######## muldiv_sequencer ########
### Register map, names as in the netlist, muldiv_sequencer

Scale bar: 50 um.
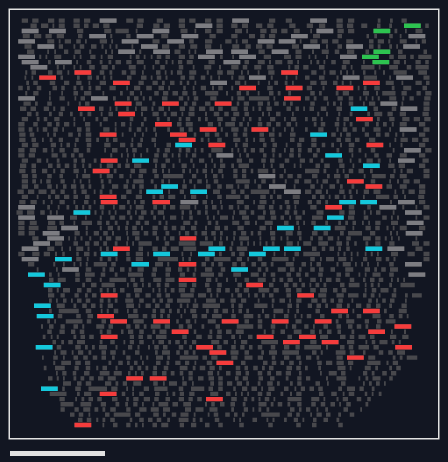

## src/rtl/muldiv_pkg.sv

```systemverilog
// Shared definitions for the multi-cycle multiply/divide unit: op codes,
// sequencer states and the default operand width.
package muldiv_pkg;

  localparam int XLEN_DEFAULT = 32;

  typedef enum logic [2:0] {
    MD_MULT  = 3'd0,
    MD_MULTU = 3'd1,
    MD_DIV   = 3'd2,
    MD_DIVU  = 3'd3,
    MD_MTHI  = 3'd4,
    MD_MTLO  = 3'd5
  } md_op_e;

  typedef enum logic [1:0] {
    IDLE = 2'd0,
    RUN  = 2'd1,
    FIX  = 2'd2
  } md_state_e;

  function automatic logic isArithOp(input logic [2:0] op);
    return (op[2] == 1'b0);
  endfunction

  function automatic logic isSignedOp(input logic [2:0] op);
    return (op == MD_MULT) || (op == MD_DIV);
  endfunction

  function automatic logic isDivOp(input logic [2:0] op);
    return (op == MD_DIV) || (op == MD_DIVU);
  endfunction

endpackage

```

## src/rtl/muldiv_iter_datapath.sv

```systemverilog
// Iterative datapath: shift-add multiply and restoring divide sharing one
// 2*XLEN accumulator ({hi,lo} = product, or {remainder,quotient}).
module muldiv_iter_datapath
  import muldiv_pkg::*;
#(
  parameter int XLEN = XLEN_DEFAULT
) (
  input  logic            clk,
  input  logic            rst,
  input  logic            load,
  input  logic            loadDiv,
  input  logic            signedOp,
  input  logic            step,
  input  logic            negRes,
  input  logic            negRem,
  input  logic [XLEN-1:0] srcA,
  input  logic [XLEN-1:0] srcB,
  output logic [XLEN-1:0] resHi,
  output logic [XLEN-1:0] resLo
);

  localparam logic [XLEN-1:0]   ONE  = XLEN'(1);
  localparam logic [2*XLEN-1:0] ONE2 = (2*XLEN)'(1);

  logic [2*XLEN-1:0] acc_q, acc_d;
  logic [XLEN-1:0]   opb_q, opb_d;
  logic              div_q, div_d;

  logic [XLEN-1:0]   magA, magB;
  logic [XLEN:0]     mulSum;
  logic [XLEN:0]     shlRem;
  logic [XLEN:0]     trial;
  logic [2*XLEN-1:0] mulNext, divNext;
  logic [2*XLEN-1:0] accNeg;
  logic [XLEN-1:0]   hiNeg, loNeg;

  // 32'h80000000 negates to itself, which is exactly its unsigned magnitude.
  assign magA = (signedOp && srcA[XLEN-1]) ? (~srcA + ONE) : srcA;
  assign magB = (signedOp && srcB[XLEN-1]) ? (~srcB + ONE) : srcB;

  assign mulSum  = {1'b0, acc_q[2*XLEN-1:XLEN]} + (acc_q[0] ? {1'b0, opb_q} : '0);
  assign mulNext = {mulSum, acc_q[XLEN-1:1]};

  // The shifted remainder needs XLEN+1 bits so the trial subtract never wraps.
  assign shlRem  = {acc_q[2*XLEN-1:XLEN], acc_q[XLEN-1]};
  assign trial   = shlRem - {1'b0, opb_q};
  assign divNext = trial[XLEN] ? {shlRem[XLEN-1:0], acc_q[XLEN-2:0], 1'b0}
                               : {trial[XLEN-1:0],  acc_q[XLEN-2:0], 1'b1};

  always_comb begin
    acc_d = acc_q;
    opb_d = opb_q;
    div_d = div_q;
    if (load) begin
      div_d = loadDiv;
      acc_d = {{XLEN{1'b0}}, (loadDiv ? magA : magB)};
      opb_d = loadDiv ? magB : magA;
    end else if (step) begin
      acc_d = div_q ? divNext : mulNext;
    end
  end

  always_ff @(posedge clk or posedge rst) begin
    if (rst) begin
      acc_q <= '0;
      opb_q <= '0;
      div_q <= 1'b0;
    end else begin
      acc_q <= acc_d;
      opb_q <= opb_d;
      div_q <= div_d;
    end
  end

  assign accNeg = ~acc_q + ONE2;
  assign hiNeg  = ~acc_q[2*XLEN-1:XLEN] + ONE;
  assign loNeg  = ~acc_q[XLEN-1:0] + ONE;

  always_comb begin
    resHi = acc_q[2*XLEN-1:XLEN];
    resLo = acc_q[XLEN-1:0];
    if (div_q) begin
      if (negRes) resLo = loNeg;
      if (negRem) resHi = hiNeg;
    end else if (negRes) begin
      resHi = accNeg[2*XLEN-1:XLEN];
      resLo = accNeg[XLEN-1:0];
    end
  end

endmodule

```

## src/rtl/muldiv_sequencer.sv

```systemverilog
// Multiply/divide sequencer owning HI/LO: FSM, iteration counter, sign
// flags and the decode stall for MFHI/MFLO or issue while busy.
module muldiv_sequencer
  import muldiv_pkg::*;
#(
  parameter int XLEN  = XLEN_DEFAULT,
  parameter int ITERS = XLEN
) (
  input  logic            clk,
  input  logic            rst,
  input  logic            start,
  input  logic [2:0]      op,
  input  logic [XLEN-1:0] src_a,
  input  logic [XLEN-1:0] src_b,
  input  logic            read_req,
  input  logic            flush,
  output logic            busy,
  output logic            stall,
  output logic            done,
  output logic [XLEN-1:0] hi,
  output logic [XLEN-1:0] lo
);

  localparam int CW = (ITERS > 1) ? $clog2(ITERS) : 1;
  localparam logic [CW-1:0] LAST = CW'(ITERS - 1);

  md_state_e       state_q, state_d;
  logic [CW-1:0]   count_q, count_d;
  logic            negRes_q, negRes_d;
  logic            negRem_q, negRem_d;
  logic [XLEN-1:0] hi_q, hi_d;
  logic [XLEN-1:0] lo_q, lo_d;
  logic            done_q, done_d;

  logic            dpLoad, dpStep;
  logic            opSigned, opDiv;
  logic [XLEN-1:0] resHi, resLo;

  assign opSigned = isSignedOp(op);
  assign opDiv    = isDivOp(op);

  always_comb begin
    state_d  = state_q;
    count_d  = count_q;
    negRes_d = negRes_q;
    negRem_d = negRem_q;
    hi_d     = hi_q;
    lo_d     = lo_q;
    done_d   = 1'b0;
    dpLoad   = 1'b0;
    dpStep   = 1'b0;
    case (state_q)
      IDLE: begin
        if (start && !flush) begin
          if (isArithOp(op)) begin
            dpLoad   = 1'b1;
            // Divide by zero skips quotient fixup so lo stays all ones and hi
            // returns the dividend exactly as issued.
            negRes_d = opSigned && (src_a[XLEN-1] ^ src_b[XLEN-1])
                       && !(opDiv && (src_b == '0));
            negRem_d = opSigned && src_a[XLEN-1];
            count_d  = LAST;
            state_d  = RUN;
          end else if (op == MD_MTHI) begin
            hi_d = src_a;
          end else if (op == MD_MTLO) begin
            lo_d = src_a;
          end
        end
      end
      RUN: begin
        if (flush) begin
          state_d = IDLE;
        end else begin
          dpStep  = 1'b1;
          count_d = count_q - 1'b1;
          if (count_q == '0) state_d = FIX;
        end
      end
      FIX: begin
        state_d = IDLE;
        if (!flush) begin
          hi_d   = resHi;
          lo_d   = resLo;
          done_d = 1'b1;
        end
      end
      default: state_d = IDLE;
    endcase
  end

  always_ff @(posedge clk or posedge rst) begin
    if (rst) begin
      state_q  <= IDLE;
      count_q  <= '0;
      negRes_q <= 1'b0;
      negRem_q <= 1'b0;
      hi_q     <= '0;
      lo_q     <= '0;
      done_q   <= 1'b0;
    end else begin
      state_q  <= state_d;
      count_q  <= count_d;
      negRes_q <= negRes_d;
      negRem_q <= negRem_d;
      hi_q     <= hi_d;
      lo_q     <= lo_d;
      done_q   <= done_d;
    end
  end

  muldiv_iter_datapath #(
    .XLEN(XLEN)
  ) u_datapath (
    .clk      (clk),
    .rst      (rst),
    .load     (dpLoad),
    .loadDiv  (opDiv),
    .signedOp (opSigned),
    .step     (dpStep),
    .negRes   (negRes_q),
    .negRem   (negRem_q),
    .srcA     (src_a),
    .srcB     (src_b),
    .resHi    (resHi),
    .resLo    (resLo)
  );

  assign busy  = (state_q != IDLE);
  assign stall = busy && (read_req || start);
  assign done  = done_q;
  assign hi    = hi_q;
  assign lo    = lo_q;

endmodule

```

## config.mk

```make
export PLATFORM = sky130hd
export DESIGN_NAME = muldiv_sequencer
export DESIGN_NICKNAME = d
export VERILOG_FILES = /design/src/rtl/muldiv_pkg.sv /design/src/rtl/muldiv_iter_datapath.sv /design/src/rtl/muldiv_sequencer.sv
export SDC_FILE = /design/constraint.sdc
export NUM_CORES = 1
export LEC_CHECK = 0
export ABC_AREA = 0
export ABC_CLOCK_PERIOD_IN_PS = 3200
export CAP_MARGIN = 20
export CELL_PAD_IN_SITES_DETAIL_PLACEMENT = 2
export CELL_PAD_IN_SITES_GLOBAL_PLACEMENT = 2
export CORE_MARGIN = 3
export CORE_UTILIZATION = 32
export CTS_BUF_LIST = sky130_fd_sc_hd__clkbuf_4
export DETAILED_ROUTE_END_ITERATION = 10
export PLACE_DENSITY_LB_ADDON = 0.1
export REMOVE_ABC_BUFFERS = 1
export SKIP_LAST_GASP = 1
export SYNTH_ARGS = -nofsm -noshare
export SYNTH_HDL_FRONTEND = slang
export SYNTH_HIERARCHICAL = 1
export SYNTH_SLANG_ARGS = --single-unit
```

## constraint.sdc

```tcl
create_clock -name clk -period 3.2 [get_ports clk]
set_input_delay 0.64 -clock clk [delete_from_list [all_inputs] [get_ports clk]]
set_output_delay 0.64 -clock clk [all_outputs]
set_load 0.03 [all_outputs]
```

######## p405s_itlb_refill_ctl_flat ########
===== src/rtl/p405s_mmu_pkg.sv =====
// ---------------------------------------------------------------------------
// p405s_mmu_pkg
// Shared MMU definitions for the ITLB refill path: refill FSM state
// encoding, shadow-word count and word widths, plus a write-select decoder.
// ---------------------------------------------------------------------------
package p405s_mmu_pkg;

    localparam int unsigned NUM_SHADOW = 4;
    localparam int unsigned EPN_W      = 22;
    localparam int unsigned DSIZE_W    = 7;
    localparam int unsigned VICTIM_W   = $clog2(NUM_SHADOW);

    typedef enum logic [2:0] {
        ST_IDLE  = 3'd0,
        ST_REQ   = 3'd1,
        ST_WRITE = 3'd2,
        ST_EXC   = 3'd3,
        ST_INVAL = 3'd4
    } itlb_refill_state_t;

    // Active-low one-hot select; bit 0 is the leftmost (word 0).
    function automatic logic [0:NUM_SHADOW-1] word_sel_dec_n(
        input logic [VICTIM_W-1:0] victim
    );
        logic [0:NUM_SHADOW-1] sel_n;
        sel_n         = '1;
        sel_n[victim] = 1'b0;
        return sel_n;
    endfunction

endpackage


===== src/rtl/p405s_itlb_refill_ctl_if.sv =====
// ---------------------------------------------------------------------------
// p405s_itlb_refill_ctl_if
// Lookup handshake between the ITLB refill controller and the unified TLB.
//   utlbReq/utlbEA           : request and captured lookup address
//   utlbAck                  : lookup complete; result valid only while 1
//   utlbHit/EPN/RPN/DSize/I/E/U0 : lookup result
// master = refill controller, slave = unified TLB.
// ---------------------------------------------------------------------------
interface p405s_itlb_refill_ctl_if;
    import p405s_mmu_pkg::*;

    logic               utlbReq;
    logic [0:EPN_W-1]   utlbEA;
    logic               utlbAck;
    logic               utlbHit;
    logic [0:EPN_W-1]   utlbEPN;
    logic [0:EPN_W-1]   utlbRPN;
    logic [0:DSIZE_W-1] utlbDSize;
    logic               utlbI;
    logic               utlbE;
    logic               utlbU0;

    modport master (
        output utlbReq, utlbEA,
        input  utlbAck, utlbHit, utlbEPN, utlbRPN, utlbDSize,
               utlbI, utlbE, utlbU0
    );

    modport slave (
        input  utlbReq, utlbEA,
        output utlbAck, utlbHit, utlbEPN, utlbRPN, utlbDSize,
               utlbI, utlbE, utlbU0
    );

endinterface


===== src/rtl/p405s_itlb_victim_ctr.sv =====
// ---------------------------------------------------------------------------
// p405s_itlb_victim_ctr
// Round-robin shadow-word victim pointer. Wraps at NUM_SHADOW.
//   clk, rst_n : clock, async active-low reset
//   clr        : force to 0 (priority over inc)
//   inc        : advance by one
//   victim     : current victim index
// ---------------------------------------------------------------------------
module p405s_itlb_victim_ctr
    import p405s_mmu_pkg::*;
(
    input  logic                clk,
    input  logic                rst_n,
    input  logic                clr,
    input  logic                inc,
    output logic [VICTIM_W-1:0] victim
);

    always_ff @(posedge clk or negedge rst_n) begin
        if (!rst_n) begin
            victim <= '0;
        end else if (clr) begin
            victim <= '0;
        end else if (inc) begin
            victim <= victim + 1'b1;
        end
    end

endmodule


===== src/rtl/p405s_itlb_refill_ctl.sv =====
// ---------------------------------------------------------------------------
// p405s_itlb_refill_ctl
// ITLB miss refill controller: on a translated-fetch miss it requests a
// lookup from the unified TLB, writes a hit into the next victim shadow word,
// or raises an ITLB-miss exception; isync/tlbia flushes all shadow words.
// Ports:
//   CB, Reset_N           : clock, async active-low reset
//   Miss, VCT_msrIR, isEA : fetch miss, translation enable, fetch page
//   invalAll              : flush-all request
//   utlb                  : unified-TLB lookup handshake (master side)
//   isEPN/RPN/DSize/I/E/U0: registered shadow-word write data
//   WordSel_N             : active-low one-hot shadow-word write select
//   invalidate            : flush pulse to all shadow words
//   itlbMissExc           : one-cycle ITLB-miss exception
//   refillCnt             : saturating refill count, only when
//                           P405S_ITLB_REFILL_CNT_EN is defined
// ---------------------------------------------------------------------------
module p405s_itlb_refill_ctl
    import p405s_mmu_pkg::*;
(
    input  logic                   CB,
    input  logic                   Reset_N,
    input  logic                   Miss,
    input  logic                   VCT_msrIR,
    input  logic [0:EPN_W-1]       isEA,
    input  logic                   invalAll,
    p405s_itlb_refill_ctl_if.master utlb,
    output logic [0:EPN_W-1]       isEPN,
    output logic [0:EPN_W-1]       RPN,
    output logic [0:DSIZE_W-1]     DSize,
    output logic                   I,
    output logic                   E,
    output logic                   U0,
    output logic [0:NUM_SHADOW-1]  WordSel_N,
    output logic                   invalidate,
`ifdef P405S_ITLB_REFILL_CNT_EN
    output logic [0:15]            refillCnt,
`endif
    output logic                   itlbMissExc
);

    itlb_refill_state_t state_q, state_d;

    logic [VICTIM_W-1:0] victim;
    logic                victim_inc;
    logic                victim_clr;
    logic                ea_load;
    logic                data_load;

    logic [0:EPN_W-1]    ea_q;
    logic [0:EPN_W-1]    epn_q;
    logic [0:EPN_W-1]    rpn_q;
    logic [0:DSIZE_W-1]  dsize_q;
    logic                i_q;
    logic                e_q;
    logic                u0_q;

    always_ff @(posedge CB or negedge Reset_N) begin
        if (!Reset_N) begin
            state_q <= ST_IDLE;
        end else begin
            state_q <= state_d;
        end
    end

    // invalAll wins over Miss in IDLE and aborts an outstanding lookup in
    // REQ (a coincident ack is dropped); WRITE/EXC finish their single
    // cycle of output before diverting to INVAL.
    always_comb begin
        state_d     = state_q;
        ea_load     = 1'b0;
        data_load   = 1'b0;
        victim_inc  = 1'b0;
        victim_clr  = 1'b0;
        WordSel_N   = '1;
        invalidate  = 1'b0;
        itlbMissExc = 1'b0;

        unique case (state_q)
            ST_IDLE: begin
                if (invalAll) begin
                    state_d = ST_INVAL;
                end else if (Miss && VCT_msrIR) begin
                    ea_load = 1'b1;
                    state_d = ST_REQ;
                end
            end
            ST_REQ: begin
                if (invalAll) begin
                    state_d = ST_INVAL;
                end else if (utlb.utlbAck) begin
                    if (utlb.utlbHit) begin
                        data_load = 1'b1;
                        state_d   = ST_WRITE;
                    end else begin
                        state_d   = ST_EXC;
                    end
                end
            end
            ST_WRITE: begin
                WordSel_N  = word_sel_dec_n(victim);
                victim_inc = 1'b1;
                state_d    = invalAll ? ST_INVAL : ST_IDLE;
            end
            ST_EXC: begin
                itlbMissExc = 1'b1;
                state_d     = invalAll ? ST_INVAL : ST_IDLE;
            end
            ST_INVAL: begin
                invalidate = 1'b1;
                victim_clr = 1'b1;
                state_d    = ST_IDLE;
            end
            default: begin
                state_d = ST_IDLE;
            end
        endcase
    end

    assign utlb.utlbReq = (state_q == ST_REQ);
    assign utlb.utlbEA  = ea_q;

    always_ff @(posedge CB or negedge Reset_N) begin
        if (!Reset_N) begin
            ea_q <= '0;
        end else if (ea_load) begin
            ea_q <= isEA;
        end
    end

    always_ff @(posedge CB or negedge Reset_N) begin
        if (!Reset_N) begin
            epn_q   <= '0;
            rpn_q   <= '0;
            dsize_q <= '0;
            i_q     <= 1'b0;
            e_q     <= 1'b0;
            u0_q    <= 1'b0;
        end else if (data_load) begin
            epn_q   <= utlb.utlbEPN;
            rpn_q   <= utlb.utlbRPN;
            dsize_q <= utlb.utlbDSize;
            i_q     <= utlb.utlbI;
            e_q     <= utlb.utlbE;
            u0_q    <= utlb.utlbU0;
        end
    end

    assign isEPN = epn_q;
    assign RPN   = rpn_q;
    assign DSize = dsize_q;
    assign I     = i_q;
    assign E     = e_q;
    assign U0    = u0_q;

    p405s_itlb_victim_ctr u_victim_ctr (
        .clk    (CB),
        .rst_n  (Reset_N),
        .clr    (victim_clr),
        .inc    (victim_inc),
        .victim (victim)
    );

`ifdef P405S_ITLB_REFILL_CNT_EN
    logic [0:15] refill_cnt_q;

    always_ff @(posedge CB or negedge Reset_N) begin
        if (!Reset_N) begin
            refill_cnt_q <= '0;
        end else if (state_q == ST_INVAL) begin
            refill_cnt_q <= '0;
        end else if ((state_q == ST_WRITE) && (refill_cnt_q != '1)) begin
            refill_cnt_q <= refill_cnt_q + 16'd1;
        end
    end

    assign refillCnt = refill_cnt_q;
`endif

endmodule


===== src/flat_wrapper.sv =====
// flat-port wrapper written by rule: the top's interface ports become plain ports
module p405s_itlb_refill_ctl_flat import p405s_mmu_pkg::*;
  (CB, Reset_N, Miss, VCT_msrIR, isEA, invalAll, isEPN, RPN, DSize, I, E, U0, WordSel_N, invalidate, itlbMissExc, utlb_utlbReq, utlb_utlbEA, utlb_utlbAck, utlb_utlbHit, utlb_utlbEPN, utlb_utlbRPN, utlb_utlbDSize, utlb_utlbI, utlb_utlbE, utlb_utlbU0);
  p405s_itlb_refill_ctl_if utlb_i ();
  input  logic CB;
  input  logic Reset_N;
  input  logic Miss;
  input  logic VCT_msrIR;
  input  logic [0:EPN_W-1] isEA;
  input  logic invalAll;
  output logic [0:EPN_W-1] isEPN;
  output logic [0:EPN_W-1] RPN;
  output logic [0:DSIZE_W-1] DSize;
  output logic I;
  output logic E;
  output logic U0;
  output logic [0:NUM_SHADOW-1] WordSel_N;
  output logic invalidate;
  output logic itlbMissExc;
  output wire logic [$bits(utlb_i.utlbReq)-1:0] utlb_utlbReq;
  output wire logic [$bits(utlb_i.utlbEA)-1:0] utlb_utlbEA;
  input wire logic [$bits(utlb_i.utlbAck)-1:0] utlb_utlbAck;
  input wire logic [$bits(utlb_i.utlbHit)-1:0] utlb_utlbHit;
  input wire logic [$bits(utlb_i.utlbEPN)-1:0] utlb_utlbEPN;
  input wire logic [$bits(utlb_i.utlbRPN)-1:0] utlb_utlbRPN;
  input wire logic [$bits(utlb_i.utlbDSize)-1:0] utlb_utlbDSize;
  input wire logic [$bits(utlb_i.utlbI)-1:0] utlb_utlbI;
  input wire logic [$bits(utlb_i.utlbE)-1:0] utlb_utlbE;
  input wire logic [$bits(utlb_i.utlbU0)-1:0] utlb_utlbU0;
  assign utlb_utlbReq = utlb_i.utlbReq;
  assign utlb_utlbEA = utlb_i.utlbEA;
  assign utlb_i.utlbAck = utlb_utlbAck;
  assign utlb_i.utlbHit = utlb_utlbHit;
  assign utlb_i.utlbEPN = utlb_utlbEPN;
  assign utlb_i.utlbRPN = utlb_utlbRPN;
  assign utlb_i.utlbDSize = utlb_utlbDSize;
  assign utlb_i.utlbI = utlb_utlbI;
  assign utlb_i.utlbE = utlb_utlbE;
  assign utlb_i.utlbU0 = utlb_utlbU0;
  p405s_itlb_refill_ctl u_core (.CB(CB), .Reset_N(Reset_N), .Miss(Miss), .VCT_msrIR(VCT_msrIR), .isEA(isEA), .invalAll(invalAll), .utlb(utlb_i), .isEPN(isEPN), .RPN(RPN), .DSize(DSize), .I(I), .E(E), .U0(U0), .WordSel_N(WordSel_N), .invalidate(invalidate), .itlbMissExc(itlbMissExc));
endmodule

===== config.mk =====
export PLATFORM = sky130hd
export DESIGN_NAME = p405s_itlb_refill_ctl_flat
export DESIGN_NICKNAME = d
export VERILOG_FILES = /design/src/rtl/p405s_mmu_pkg.sv /design/src/rtl/p405s_itlb_refill_ctl_if.sv /design/src/rtl/p405s_itlb_victim_ctr.sv /design/src/rtl/p405s_itlb_refill_ctl.sv /design/src/flat_wrapper.sv
export SDC_FILE = /design/constraint.sdc
export NUM_CORES = 1
export LEC_CHECK = 0
export ABC_AREA = 1
export CAP_MARGIN = 20
export CORE_ASPECT_RATIO = 0.5
export CORE_MARGIN = 10
export CORE_UTILIZATION = 42
export DETAILED_ROUTE_END_ITERATION = 16
export PLACE_DENSITY_LB_ADDON = 0.2
export SLEW_MARGIN = 10
export SYNTH_ARGS = -nofsm -noshare
export SYNTH_HDL_FRONTEND = slang
export SYNTH_SLANG_ARGS = --single-unit

===== constraint.sdc =====
create_clock -name CB -period 2.65 [get_ports CB]
set_input_delay 0.53 -clock CB [delete_from_list [all_inputs] [get_ports CB]]
set_output_delay 0.53 -clock CB [all_outputs]
set_load 0.1 [all_outputs]

######## hash_kv_client_flat ########
===== src/rtl/hash_kv_pkg.sv =====
// Shared definitions for the hash KV port clients: command/status codes,
// FSM state encodings and the key-to-index fold used by every port.
package hash_kv_pkg;

  localparam logic [1:0] OP_LOOKUP = 2'b00;
  localparam logic [1:0] OP_INSERT = 2'b01;
  localparam logic [1:0] OP_DELETE = 2'b10;
  localparam logic [1:0] OP_RSVD   = 2'b11;

  localparam logic [1:0] STS_OK        = 2'b00;
  localparam logic [1:0] STS_NOT_FOUND = 2'b01;
  localparam logic [1:0] STS_COLLISION = 2'b10;
  localparam logic [1:0] STS_BAD_OP    = 2'b11;

  typedef logic [2:0] state_t;
  localparam state_t S_IDLE     = 3'd0;
  localparam state_t S_RD_ISSUE = 3'd1;
  localparam state_t S_RD_WAIT  = 3'd2;
  localparam state_t S_EVAL     = 3'd3;
  localparam state_t S_WRITE    = 3'd4;
  localparam state_t S_RSP      = 3'd5;

  // Widest key/index any client instance may use; callers zero-extend into these.
  localparam int MAX_KEY_WIDTH   = 64;
  localparam int MAX_INDEX_WIDTH = 32;
  localparam int KEY_SEL_WIDTH   = $clog2(MAX_KEY_WIDTH);
  localparam int IDX_SEL_WIDTH   = $clog2(MAX_INDEX_WIDTH);

  // Fold the low index_width key bits with the top index_width key bits.
  function automatic logic [MAX_INDEX_WIDTH-1:0] hash_fold(
    input logic [MAX_KEY_WIDTH-1:0] key,
    input int                       key_width,
    input int                       index_width
  );
    logic [MAX_INDEX_WIDTH-1:0] idx;
    idx = '0;
    for (int i = 0; i < MAX_INDEX_WIDTH; i++) begin
      if (i < index_width) begin
        idx[IDX_SEL_WIDTH'(i)] = key[KEY_SEL_WIDTH'(i)] ^
                                 key[KEY_SEL_WIDTH'(key_width - index_width + i)];
      end
    end
    return idx;
  endfunction

endpackage


===== src/rtl/hash_kv_client_if.sv =====
// Command/response and table-port signals of one hash KV client.
// The client itself uses the slave view; whatever drives commands uses master.
interface hash_kv_client_if #(
  parameter int key_width   = 16,
  parameter int value_width = 16,
  parameter int index_width = 8
);
  localparam int data_width = 1 + key_width + value_width;

  logic                   req_valid;
  logic                   req_ready;
  logic [1:0]             req_op;
  logic [key_width-1:0]   req_key;
  logic [value_width-1:0] req_val;

  logic                   rsp_valid;
  logic                   rsp_ready;
  logic [1:0]             rsp_status;
  logic [value_width-1:0] rsp_val;

  logic [index_width-1:0] tbl_addr;
  logic                   tbl_ren;
  logic                   tbl_wen;
  logic [data_width-1:0]  tbl_wdata;
  logic [data_width-1:0]  tbl_rdata;

  modport slave (
    input  req_valid, req_op, req_key, req_val, rsp_ready, tbl_rdata,
    output req_ready, rsp_valid, rsp_status, rsp_val,
           tbl_addr, tbl_ren, tbl_wen, tbl_wdata
  );

  modport master (
    output req_valid, req_op, req_key, req_val, rsp_ready, tbl_rdata,
    input  req_ready, rsp_valid, rsp_status, rsp_val,
           tbl_addr, tbl_ren, tbl_wen, tbl_wdata
  );

endinterface


===== src/rtl/hash_index_fold.sv =====
// Combinational key -> table index fold, shared by all port clients so every
// port maps a given key to the same slot.
module hash_index_fold
  import hash_kv_pkg::*;
#(
  parameter int key_width   = 16,
  parameter int index_width = 8
) (
  input  logic [key_width-1:0]   key,
  output logic [index_width-1:0] idx
);

  assign idx = index_width'(hash_fold(MAX_KEY_WIDTH'(key), key_width, index_width));

endmodule


===== src/rtl/hash_kv_client.sv =====
// Request engine for one port of the multiported hash memory: hashes the key,
// reads the slot, decides lookup/insert/delete outcome, optionally writes back.
module hash_kv_client
  import hash_kv_pkg::*;
#(
  parameter int key_width   = 16,
  parameter int value_width = 16,
  parameter int index_width = 8,
  parameter int rd_lat      = 2
) (
  input  logic             clk,
  input  logic             reset,
  hash_kv_client_if.slave  bus
);

  localparam int cnt_width = (rd_lat > 1) ? $clog2(rd_lat) : 1;

  typedef struct packed {
    logic                   valid;
    logic [key_width-1:0]   key;
    logic [value_width-1:0] value;
  } entry_t;

  state_t                 state;
  logic [1:0]             op_q;
  logic [key_width-1:0]   key_q;
  logic [value_width-1:0] val_q;
  logic [index_width-1:0] addr_q;
  entry_t                 wdata_q;
  logic [1:0]             status_q;
  logic [value_width-1:0] rval_q;
  logic [cnt_width-1:0]   wait_cnt;

  logic [index_width-1:0] req_idx;
  entry_t                 rd_entry;
  logic                   match;

  hash_index_fold #(
    .key_width   (key_width),
    .index_width (index_width)
  ) u_fold (
    .key (bus.req_key),
    .idx (req_idx)
  );

  assign rd_entry = bus.tbl_rdata;
  assign match    = rd_entry.valid && (rd_entry.key == key_q);

  // Strobes decode straight from state so an async reset clears them at once.
  assign bus.req_ready  = (state == S_IDLE);
  assign bus.rsp_valid  = (state == S_RSP);
  assign bus.tbl_ren    = (state == S_RD_ISSUE);
  assign bus.tbl_wen    = (state == S_WRITE);
  assign bus.tbl_addr   = addr_q;
  assign bus.tbl_wdata  = wdata_q;
  assign bus.rsp_status = status_q;
  assign bus.rsp_val    = rval_q;

  // NOTE: every register here is non-blocking so all next-state decisions see
  // the same pre-edge values regardless of statement order.
  always_ff @(posedge clk or posedge reset) begin
    if (reset) begin
      state    <= S_IDLE;
      op_q     <= OP_LOOKUP;
      key_q    <= '0;
      val_q    <= '0;
      addr_q   <= '0;
      wdata_q  <= '0;
      status_q <= STS_OK;
      rval_q   <= '0;
      wait_cnt <= '0;
    end else begin
      case (state)
        S_IDLE: begin
          if (bus.req_valid) begin
            op_q   <= bus.req_op;
            key_q  <= bus.req_key;
            val_q  <= bus.req_val;
            addr_q <= req_idx;
            if (bus.req_op == OP_RSVD) begin
              status_q <= STS_BAD_OP;
              rval_q   <= '0;
              state    <= S_RSP;
            end else begin
              state <= S_RD_ISSUE;
            end
          end
        end

        S_RD_ISSUE: begin
          if (rd_lat == 1) begin
            state <= S_EVAL;
          end else begin
            wait_cnt <= cnt_width'(rd_lat - 1);
            state    <= S_RD_WAIT;
          end
        end

        S_RD_WAIT: begin
          if (wait_cnt == cnt_width'(1)) state <= S_EVAL;
          else                            wait_cnt <= wait_cnt - cnt_width'(1);
        end

        S_EVAL: begin
          case (op_q)
            OP_LOOKUP: begin
              status_q <= match ? STS_OK : STS_NOT_FOUND;
              rval_q   <= match ? rd_entry.value : '0;
              state    <= S_RSP;
            end
            OP_INSERT: begin
              if (!rd_entry.valid || match) begin
                wdata_q  <= '{valid: 1'b1, key: key_q, value: val_q};
                status_q <= STS_OK;
                rval_q   <= match ? rd_entry.value : '0;
                state    <= S_WRITE;
              end else begin
                status_q <= STS_COLLISION;
                rval_q   <= '0;
                state    <= S_RSP;
              end
            end
            OP_DELETE: begin
              if (match) begin
                wdata_q  <= '0;
                status_q <= STS_OK;
                rval_q   <= rd_entry.value;
                state    <= S_WRITE;
              end else begin
                status_q <= STS_NOT_FOUND;
                rval_q   <= '0;
                state    <= S_RSP;
              end
            end
            default: begin
              status_q <= STS_BAD_OP;
              rval_q   <= '0;
              state    <= S_RSP;
            end
          endcase
        end

        S_WRITE: state <= S_RSP;

        S_RSP: begin
          if (bus.rsp_ready) state <= S_IDLE;
        end

        default: state <= S_IDLE;
      endcase
    end
  end

endmodule


===== src/flat_wrapper.sv =====
// flat-port wrapper written by rule: the top's interface ports become plain ports
module hash_kv_client_flat import hash_kv_pkg::*;
#(
  parameter int key_width   = 16,
  parameter int value_width = 16,
  parameter int index_width = 8,
  parameter int rd_lat      = 2
)
  (clk, reset, bus_req_valid, bus_req_op, bus_req_key, bus_req_val, bus_rsp_ready, bus_tbl_rdata, bus_req_ready, bus_rsp_valid, bus_rsp_status, bus_rsp_val, bus_tbl_addr, bus_tbl_ren, bus_tbl_wen, bus_tbl_wdata);
  hash_kv_client_if #(.key_width(key_width), .value_width(value_width), .index_width(index_width)) bus_i ();
  input  logic clk;
  input  logic reset;
  input wire logic [$bits(bus_i.req_valid)-1:0] bus_req_valid;
  input wire logic [$bits(bus_i.req_op)-1:0] bus_req_op;
  input wire logic [$bits(bus_i.req_key)-1:0] bus_req_key;
  input wire logic [$bits(bus_i.req_val)-1:0] bus_req_val;
  input wire logic [$bits(bus_i.rsp_ready)-1:0] bus_rsp_ready;
  input wire logic [$bits(bus_i.tbl_rdata)-1:0] bus_tbl_rdata;
  output wire logic [$bits(bus_i.req_ready)-1:0] bus_req_ready;
  output wire logic [$bits(bus_i.rsp_valid)-1:0] bus_rsp_valid;
  output wire logic [$bits(bus_i.rsp_status)-1:0] bus_rsp_status;
  output wire logic [$bits(bus_i.rsp_val)-1:0] bus_rsp_val;
  output wire logic [$bits(bus_i.tbl_addr)-1:0] bus_tbl_addr;
  output wire logic [$bits(bus_i.tbl_ren)-1:0] bus_tbl_ren;
  output wire logic [$bits(bus_i.tbl_wen)-1:0] bus_tbl_wen;
  output wire logic [$bits(bus_i.tbl_wdata)-1:0] bus_tbl_wdata;
  assign bus_i.req_valid = bus_req_valid;
  assign bus_i.req_op = bus_req_op;
  assign bus_i.req_key = bus_req_key;
  assign bus_i.req_val = bus_req_val;
  assign bus_i.rsp_ready = bus_rsp_ready;
  assign bus_i.tbl_rdata = bus_tbl_rdata;
  assign bus_req_ready = bus_i.req_ready;
  assign bus_rsp_valid = bus_i.rsp_valid;
  assign bus_rsp_status = bus_i.rsp_status;
  assign bus_rsp_val = bus_i.rsp_val;
  assign bus_tbl_addr = bus_i.tbl_addr;
  assign bus_tbl_ren = bus_i.tbl_ren;
  assign bus_tbl_wen = bus_i.tbl_wen;
  assign bus_tbl_wdata = bus_i.tbl_wdata;
  hash_kv_client #(.key_width(key_width), .value_width(value_width), .index_width(index_width), .rd_lat(rd_lat)) u_core (.clk(clk), .reset(reset), .bus(bus_i));
endmodule

===== config.mk =====
export PLATFORM = sky130hd
export DESIGN_NAME = hash_kv_client_flat
export DESIGN_NICKNAME = d
export VERILOG_FILES = /design/src/rtl/hash_kv_pkg.sv /design/src/rtl/hash_kv_client_if.sv /design/src/rtl/hash_index_fold.sv /design/src/rtl/hash_kv_client.sv /design/src/flat_wrapper.sv
export SDC_FILE = /design/constraint.sdc
export NUM_CORES = 1
export LEC_CHECK = 0
export CAP_MARGIN = 40
export CORE_MARGIN = 10
export CORE_UTILIZATION = 43
export CTS_CLUSTER_DIAMETER = 50
export DETAILED_ROUTE_END_ITERATION = 12
export GPL_TIMING_DRIVEN = 0
export PLACE_DENSITY = 0.87
export SYNTH_ARGS = -nofsm -noshare
export SYNTH_HDL_FRONTEND = slang
export SYNTH_SLANG_ARGS = --single-unit

===== constraint.sdc =====
create_clock -name clk -period 3.9 [get_ports clk]
set_clock_uncertainty 0.2 [all_clocks]
set_input_delay 1.17 -clock clk [delete_from_list [all_inputs] [get_ports clk]]
set_output_delay 1.17 -clock clk [all_outputs]
set_load 0.01 [all_outputs]

### I/O nets highlighted, p405s_itlb_refill_ctl_flat

Scale bar: 50 um.
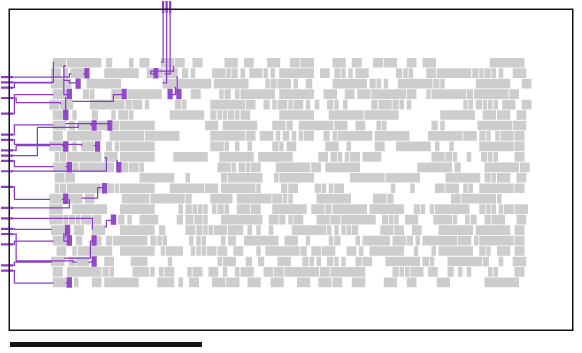
Purple marks isEA, bits 22, direction input, edge 19 left, 3 top, end cells 22, buffers 22, wire 459 um.

==> flow_metrics.env, p405s_itlb_refill_ctl_flat <==
# physical design summary
export IMPL_status="completed"
export IMPL_grt_max_degree=55
export IMPL_ff_type="dfrtp_1"
export IMPL_seq_cell_share=0.390
export IMPL_cp_top_family="buffers and inverters"
export IMPL_pre_cts_ws_ns=0.626
export IMPL_cts_resized=0
export IMPL_syn_to_final_growth_pct=55.7
export IMPL_wirelength_um=9830
export IMPL_top_layer="met4"
export IMPL_maxSlewHeadroom=0.610
export IMPL_clkCellAreaFrac=0.0594
export IMPL_ys_seq_frac=0.607
export IMPL_use_met3=0.0747
export IMPL_netlist_instances=376
export IMPL_critical_path_arrival_ns=1.55
export IMPL_cts_buffers_inserted=9
export IMPL_ys_sh_simple=0.273
export IMPL_h_tree_depth=3
p405s_itlb_refill_ctl_flat: flip-flops by register name (all words and copies together) (netlist names):
signal	cells
u_core.state_q	3
u_core.E	1
u_core.I	1
u_core.U0	1
u_core.utlb.utlbEA	22
u_core.u_victim_ctr.victim	2
u_core.DSize	7
u_core.isEPN	22
u_core.RPN	22
p405s_itlb_refill_ctl_flat: how the worst max path moves through the flow:
stage / slack, ns / depth (start not counted) / to / startpoint
floorplan: 0.46 / 2 / itlbMissExc / u_core.state_q[1]
global placement: 0.67 / 6 / u_core.RPN[6] / invalAll
detailed placement: 0.63 / 5 / u_core.RPN[10] / invalAll
CTS: 0.55 / 5 / WordSel_N[3] / u_core.state_q[2]
global route: 0.47 / 5 / WordSel_N[3] / u_core.state_q[2]
finish: 0.57 / 5 / WordSel_N[3] / u_core.state_q[2]
p405s_itlb_refill_ctl_flat: per-stage QoR:
stage	util	cell area [um2]
after floorplan	-	3350
after global placement	0.651	4890
after detailed placement	0.651	4890
after CTS	0.692	5200
after global routing	0.692	5200
final	0.692	5200
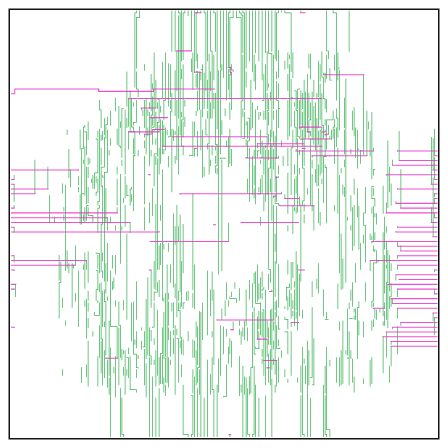
*Wiring by layer, hash_kv_client_flat*
Two of the layers only.
Green marks M2, wire length 6,880 um. Magenta marks M3, wire length 1,030 um.

==> flow_metrics.env, hash_kv_client_flat <==
# physical design summary
export IMPL_clockRootBuffer="clkbuf_8"
export IMPL_reg2reg_depth=8
export IMPL_nWellTaps=136
export IMPL_wl_met1_um=5400
export IMPL_crit_required_ns=4.00
export IMPL_crit_type="input port to flop"
export IMPL_wirelength_um=13600
export IMPL_worst_pin_slew_ns=0.612
export IMPL_endpoint_kind="flop"
export IMPL_postCtsSetupRepairBufs=0
export IMPL_clkCellAreaFrac=0.0366
export IMPL_seq_cell_share=0.388
export IMPL_grt_pass1_vias=4099
export IMPL_io_buffers=133
export IMPL_dp_cells=675
export IMPL_cp_top_family="simple AND/OR/NAND/NOR gates"
export IMPL_r2r_start="u_core.op_q[0]"
export IMPL_die_h_um=122
export IMPL_drive_above_1_share=0.110
export IMPL_status="completed"
## hash_kv_client_flat: tightest hold or removal path, cell delays in order (launching register included)
cell     delay, ns
dfrtp_1       0.34
inv_1         0.05
o21ai_0       0.08
## hash_kv_client_flat: synthesized netlist by cell type (2+ instances only)
library cell	number	area [um2]
a22o_1	16	140
buf_2	9	45.0
ha_1	4	50.1
mux2_2	30	338
nor4_1	4	25.0
nor2_1	12	45.0
mux2_1	2	22.5
nand3b_1	2	15.0
o21ai_0	4	20.0
a21oi_1	12	60.1
inv_1	7	26.3
xnor2_1	9	78.8
clkbuf_1	21	78.8
o211ai_1	32	240
nand2_1	36	135
a22oi_1	32	240
nand2b_1	2	12.5
xor2_1	16	140
nand3_1	32	160
dfrtp_1	97	2430
nor3_1	3	15.0
a21o_1	3	22.5
nor3b_1	2	15.0
## hash_kv_client_flat: state kept, by name (all words and copies together) (netlist names), 2 cells and up
name,cells
u_core.bus.tbl_wdata,33
u_core.bus.rsp_val,16
u_core.key_q,16
u_core.val_q,16
u_core.bus.tbl_addr,8
u_core.state,3
u_core.bus.rsp_status,2
u_core.op_q,2
### I/O nets highlighted, muldiv_sequencer

Scale bar: 50 um.
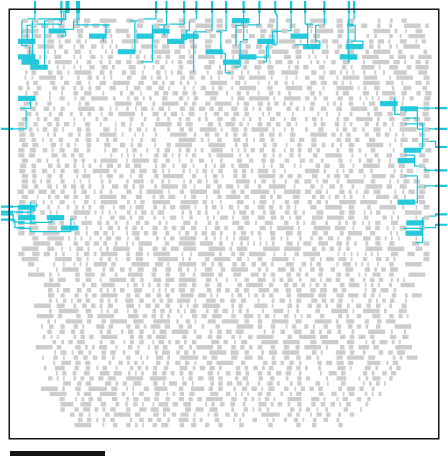
Cyan marks lo, bits 32, direction output, edge 20 top, 7 right, 5 left, end cells 32, buffers 32, wire 981 um.

Notes on 'Register map, names as in the netlist' of muldiv_sequencer above:
Green marks count_q, sequential cells 5, where top right. Cyan marks u_datapath/opb_q, sequential cells 32. Red marks u_datapath/acc_q, sequential cells 64, where all over the die.
Another 70 sequential cells are not colored.

==> flow_metrics.env, muldiv_sequencer <==
# physical design summary
export IMPL_topCombFamilyByArea="AND-OR/OR-AND gates"
export IMPL_worst_slack_ns=-0.489
export IMPL_worst_path_stages=13
export IMPL_core_um2=46900
export IMPL_netlist_instances=1965
export IMPL_cts_hold_buf=0
export IMPL_ys_cells=1965
export IMPL_clockRootBuffer="clkbuf_4"
export IMPL_dp_cells=2986
export IMPL_vias_per_cell=5.83
export IMPL_wl_met2_um=40700
export IMPL_lay_top_count="buf_4"
export IMPL_clock_latency_ns=0.78
export IMPL_overflow=0
export IMPL_reg2reg_depth=13
export IMPL_grt_pass1_vias=18900
export IMPL_r2r_start="u_datapath/acc_q[12]"
export IMPL_io_buffers=138
export IMPL_ys_sh_simple=0.208
export IMPL_ff_type="dfrtp_1"
export IMPL_violations="setup timing"
export IMPL_fin_cells=3069
export IMPL_yosys_warnings=6
export IMPL_holdWs_ns=0.236
export IMPL_status="finished with violations"
export IMPL_finalSetupViolations=39
## muldiv_sequencer: layout make-up
cell class | instances | area (um2)
repair buffers | 563 | 4930
clock buffers | 18 | 135
diodes | 5 | 12.5
well taps | 607 | 759
flip-flops and latches | 171 | 4290
multi-input cells | 1625 | 11200
inverters | 67 | 267
fillers | 5257 | 25000
clock inverters | 13 | 175
## muldiv_sequencer: cell usage after synthesis, types with 14 or more instances
cell type  count  area share
a211oi_1      15      0.0074
o31ai_1       30       0.015
nand3_1       24      0.0079
xnor2_1      100       0.057
a21oi_1      152       0.050
or3_1         18      0.0074
nand2_1      342       0.084
clkbuf_1      67       0.016
o21a_1        15      0.0074
a21o_1        27       0.013
o211ai_1      51       0.025
dfrtp_1      171        0.28
o21ai_0      170       0.056
o41ai_1       15      0.0086
nor4_1        27       0.011
nor2b_1       16      0.0066
nor2_1       162       0.040
a22oi_1       14      0.0069
ha_1          69       0.056
xor2_1        62       0.036
inv_1         63       0.015
mux2i_1       54       0.035
mux2_2        60       0.044
nor3_1        36       0.012
## muldiv_sequencer: repair_timing
action                     CTS  global route
buffers inserted            15            30
gates resized              104           151
setup endpoints to repair   68            71
pin swaps                   45            67
gates cloned                 1             2

######## mux_n_1_rr ########
--- config.mk ---
export PLATFORM = sky130hd
export DESIGN_NAME = mux_n_1_rr
export DESIGN_NICKNAME = d
export VERILOG_FILES = /design/src/rtl/mux_pkg.sv /design/src/rtl/rr_arbiter.sv /design/src/rtl/mux_n_1_rr.sv
export SDC_FILE = /design/constraint.sdc
export NUM_CORES = 1
export LEC_CHECK = 0
export ABC_AREA = 0
export CORE_ASPECT_RATIO = 0.8
export CORE_MARGIN = 4
export CORE_UTILIZATION = 44
export CTS_CLUSTER_DIAMETER = 60
export DETAILED_ROUTE_END_ITERATION = 6
export PLACE_DENSITY_LB_ADDON = 0.08
export SETUP_SLACK_MARGIN = 0.2
export SYNTH_ARGS = -nofsm -noshare
export SYNTH_HDL_FRONTEND = slang
export SYNTH_SLANG_ARGS = --single-unit
--- constraint.sdc ---
create_clock -name clk -period 2.4 [get_ports clk]
set_input_delay 0.24 -clock clk [delete_from_list [all_inputs] [get_ports clk]]
set_output_delay 0.24 -clock clk [all_outputs]
set_load 0.02 [all_outputs]
--- src/rtl/mux_pkg.sv ---
// Shared definitions for the N:1 registered multiplexer and its round-robin arbiter.
package mux_pkg;

    typedef enum logic {
        MODE_MANUAL = 1'b0,
        MODE_RR     = 1'b1
    } mode_e;

    // Width of a channel index for an n-channel mux; never narrower than one bit.
    function automatic int unsigned selw(input int unsigned n);
        return (n > 1) ? $clog2(n) : 1;
    endfunction

endpackage

--- src/rtl/rr_arbiter.sv ---
// Combinational round-robin arbiter: first requester at or after ptr, wrapping modulo N.
module rr_arbiter
    import mux_pkg::*;
#(
    parameter  int N    = 4,
    localparam int SELW = selw(N)
) (
    input  logic [N-1:0]    req,
    input  logic [SELW-1:0] ptr,
    input  logic            en,
    output logic [N-1:0]    gnt,
    output logic [SELW-1:0] gnt_idx,
    output logic            any
);

    localparam int unsigned NU = N;

    logic [2*N-1:0] dbl;
    logic [2*N-1:0] shifted;
    int unsigned    pos;
    int unsigned    idx;

    assign dbl = {req, req};

    // Scan the doubled request vector from ptr so the wrap needs no modulo on the request side.
    always_comb begin
        gnt     = '0;
        gnt_idx = '0;
        any     = 1'b0;
        pos     = 0;
        idx     = 0;
        shifted = '0;
        for (int unsigned j = 0; j < NU; j++) begin
            pos     = int'(ptr) + j;
            shifted = dbl >> pos;
            if (en && !any && shifted[0]) begin
                any     = 1'b1;
                idx     = (pos >= NU) ? (pos - NU) : pos;
                gnt_idx = SELW'(idx);
                gnt     = {{(N-1){1'b0}}, 1'b1} << idx;
            end
        end
    end

endmodule

--- src/rtl/mux_n_1_rr.sv ---
// N-channel WIDTH-bit multiplexer with registered output, valid/ready handshake,
// and manual or round-robin channel selection.
module mux_n_1_rr
    import mux_pkg::*;
#(
    parameter  int WIDTH = 8,
    parameter  int N     = 4,
    localparam int SELW  = selw(N)
) (
    input  logic                 clk,
    input  logic                 rst,
    input  logic [N*WIDTH-1:0]   in_data,
    input  logic [N-1:0]         in_valid,
    output logic [N-1:0]         in_ready,
    input  logic                 mode,
    input  logic [SELW-1:0]      sel,
    output logic [WIDTH-1:0]     out_data,
    output logic                 out_valid,
    output logic [SELW-1:0]      out_ch,
    input  logic                 out_ready
);

    localparam int unsigned NU = N;

    logic              load_en;
    logic              rr_mode;
    logic              rr_en;
    logic [SELW-1:0]   ptr;
    logic [N-1:0]      rr_gnt;
    logic [SELW-1:0]   rr_idx;
    logic              rr_any;
    logic [N-1:0]      man_gnt;
    logic              man_ok;
    logic [N-1:0]      grant;
    logic              gvalid;
    logic [SELW-1:0]   gidx;
    logic [N*WIDTH-1:0] data_sh;
    logic [WIDTH-1:0]  gdata;

    assign load_en = !out_valid || out_ready;
    assign rr_mode = (mode_e'(mode) == MODE_RR);
    assign rr_en   = load_en && !rst && rr_mode;

    rr_arbiter #(.N(N)) u_arb (
        .req     (in_valid),
        .ptr     (ptr),
        .en      (rr_en),
        .gnt     (rr_gnt),
        .gnt_idx (rr_idx),
        .any     (rr_any)
    );

    // Manual select path: out-of-range sel never grants.
    always_comb begin
        man_gnt = '0;
        man_ok  = 1'b0;
        if (!rr_mode && load_en && !rst && (int'(sel) < NU)) begin
            if (in_valid[sel]) begin
                man_ok  = 1'b1;
                man_gnt = {{(N-1){1'b0}}, 1'b1} << sel;
            end
        end
    end

    // Merge the two grant sources and pick the granted word.
    always_comb begin
        grant    = rr_mode ? rr_gnt : man_gnt;
        gvalid   = rr_mode ? rr_any : man_ok;
        gidx     = rr_mode ? rr_idx : sel;
        data_sh  = in_data >> (int'(gidx) * WIDTH);
        gdata    = data_sh[WIDTH-1:0];
        in_ready = grant;
    end

    // Output register and round-robin pointer; both freeze while the output is held.
    always_ff @(posedge clk) begin
        if (rst) begin
            out_valid <= 1'b0;
            out_data  <= '0;
            out_ch    <= '0;
            ptr       <= '0;
        end else if (load_en) begin
            if (gvalid) begin
                out_valid <= 1'b1;
                out_data  <= gdata;
                out_ch    <= gidx;
                if (rr_mode) begin
                    ptr <= (rr_idx == SELW'(N - 1)) ? '0 : rr_idx + SELW'(1);
                end
            end else begin
                out_valid <= 1'b0;
            end
        end
    end

endmodule

### Register map, names as in the netlist, mux_n_1_rr

Scale bar: 20 um.
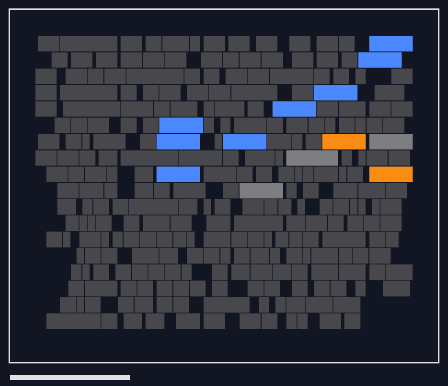
Orange marks out_ch, sequential cells 2. Blue marks out_data, sequential cells 8.
Another 3 sequential cells are not colored.

### Metal 1, mux_n_1_rr

Scale bar: 20 um. Supply wires on this layer in gray. Cells faint in the background.
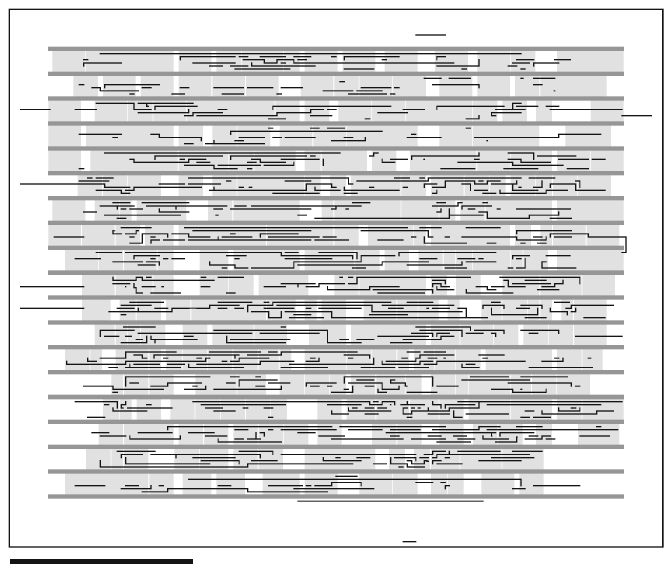
The layer holds 40% of the routed length. The longest straight run is 46.0 um. The wires run mostly horizontal. 279 nets have wire on it. The layer carries 2,310 um of wire.

cell usage in the layout (no fill, tap or decap), types with 3 or more instances in the layout:
master	instances
a211oi_1	6
a211oi_2	6
a21boi_0	13
a21boi_1	4
a21oi_1	5
a221oi_1	3
a221oi_2	3
a221oi_4	5
a22oi_1	3
buf_4	47
buf_6	4
clkbuf_8	3
clkdlybuf4s50_1	48
dfxtp_1	12
dlygate4sd2_1	4
ha_1	7
inv_1	6
nand2_1	5
nand2b_1	4
nand3_1	9
nor2_1	8
nor3_1	4
o21ai_0	3
o31ai_1	8
cell families (layout without fill, tap and decap cells):
| logic type | after synthesis | count (layout) | share of synthesized area |
|---|---|---|---|
| AOI/OAI and AO/OA | 73 | 75 | 0.441 |
| adders and majority gates | 8 | 8 | 0.0709 |
| buffers and inverters | 25 | 119 | 0.0842 |
| DFF | 13 | 13 | 0.184 |
| muxes | 4 | 4 | 0.0461 |
| and+or+nand+nor | 46 | 46 | 0.174 |
flip-flops by register name, summed over array words and instances, names as in the netlist:
register   count
ptr            2
out_data       8
out_ch         2
out_valid      1
power by group:
part	internal, mW	switching (mW)
sequential	0.242	0.0180
combinational	0.277	0.251
clock	0.117	0.0768
total	0.636	0.345
==> flow_metrics.env <==
# physical design summary
export IMPL_status="completed"
export IMPL_fin_cells=305
export IMPL_logic_area_um2=1220
export IMPL_worstPathBufferInverterCount=3
export IMPL_worst_path_stages=8
export IMPL_top_cell="a21boi_0"
export IMPL_fin_area_um2=2570
export IMPL_cap_violations=0
export IMPL_wl_met1_um=2310
export IMPL_drt_iter0_drc=176
export IMPL_dp_cells=295
export IMPL_n_all_buffers=107
export IMPL_clk_pin_slew_worst_paths_ns=0.05
export IMPL_cts_resized=35
export IMPL_overflow=0
export IMPL_grt_pass1_vias=1750
export IMPL_die_area_um2=4180
export IMPL_grt_pass1_wl_um=8460
export IMPL_post_drt_wl_per_cell_um=18.8
export IMPL_min_delay_start="out_data[6]"
export IMPL_fill_cells=169
export IMPL_wirelength_um=5750
export IMPL_nets=316
export IMPL_dr_pass1_iters=4
export IMPL_postCtsSetupRepairBufs=2


## Gallery

Congestion heat map.
panel A
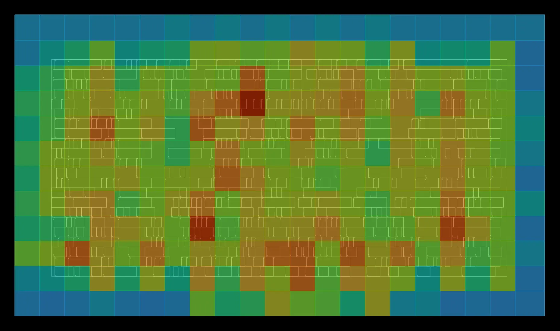
panel B
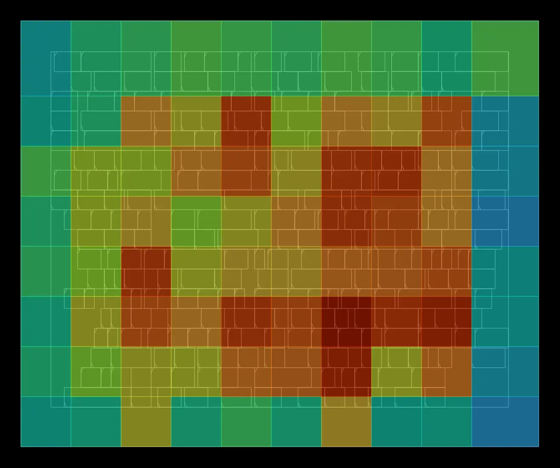
panel C
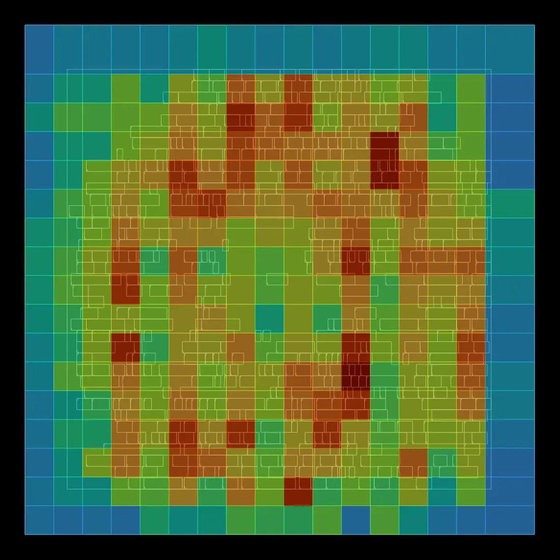
panel D
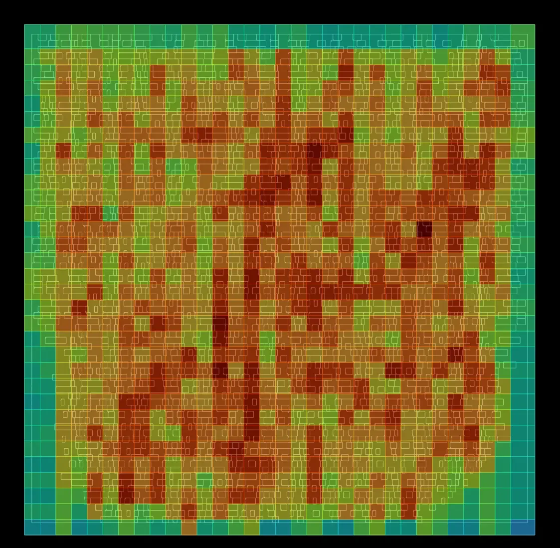
| from | picture |
|---|---|
| mux_n_1_rr | panel B |
| hash_kv_client_flat | panel C |
| p405s_itlb_refill_ctl_flat | panel A |
| muldiv_sequencer | panel D |
The one with the highest track usage is panel D.
The one with the least wire per cell is panel A.

Power figures rest on the tool's default switching activity, not on a simulated workload.
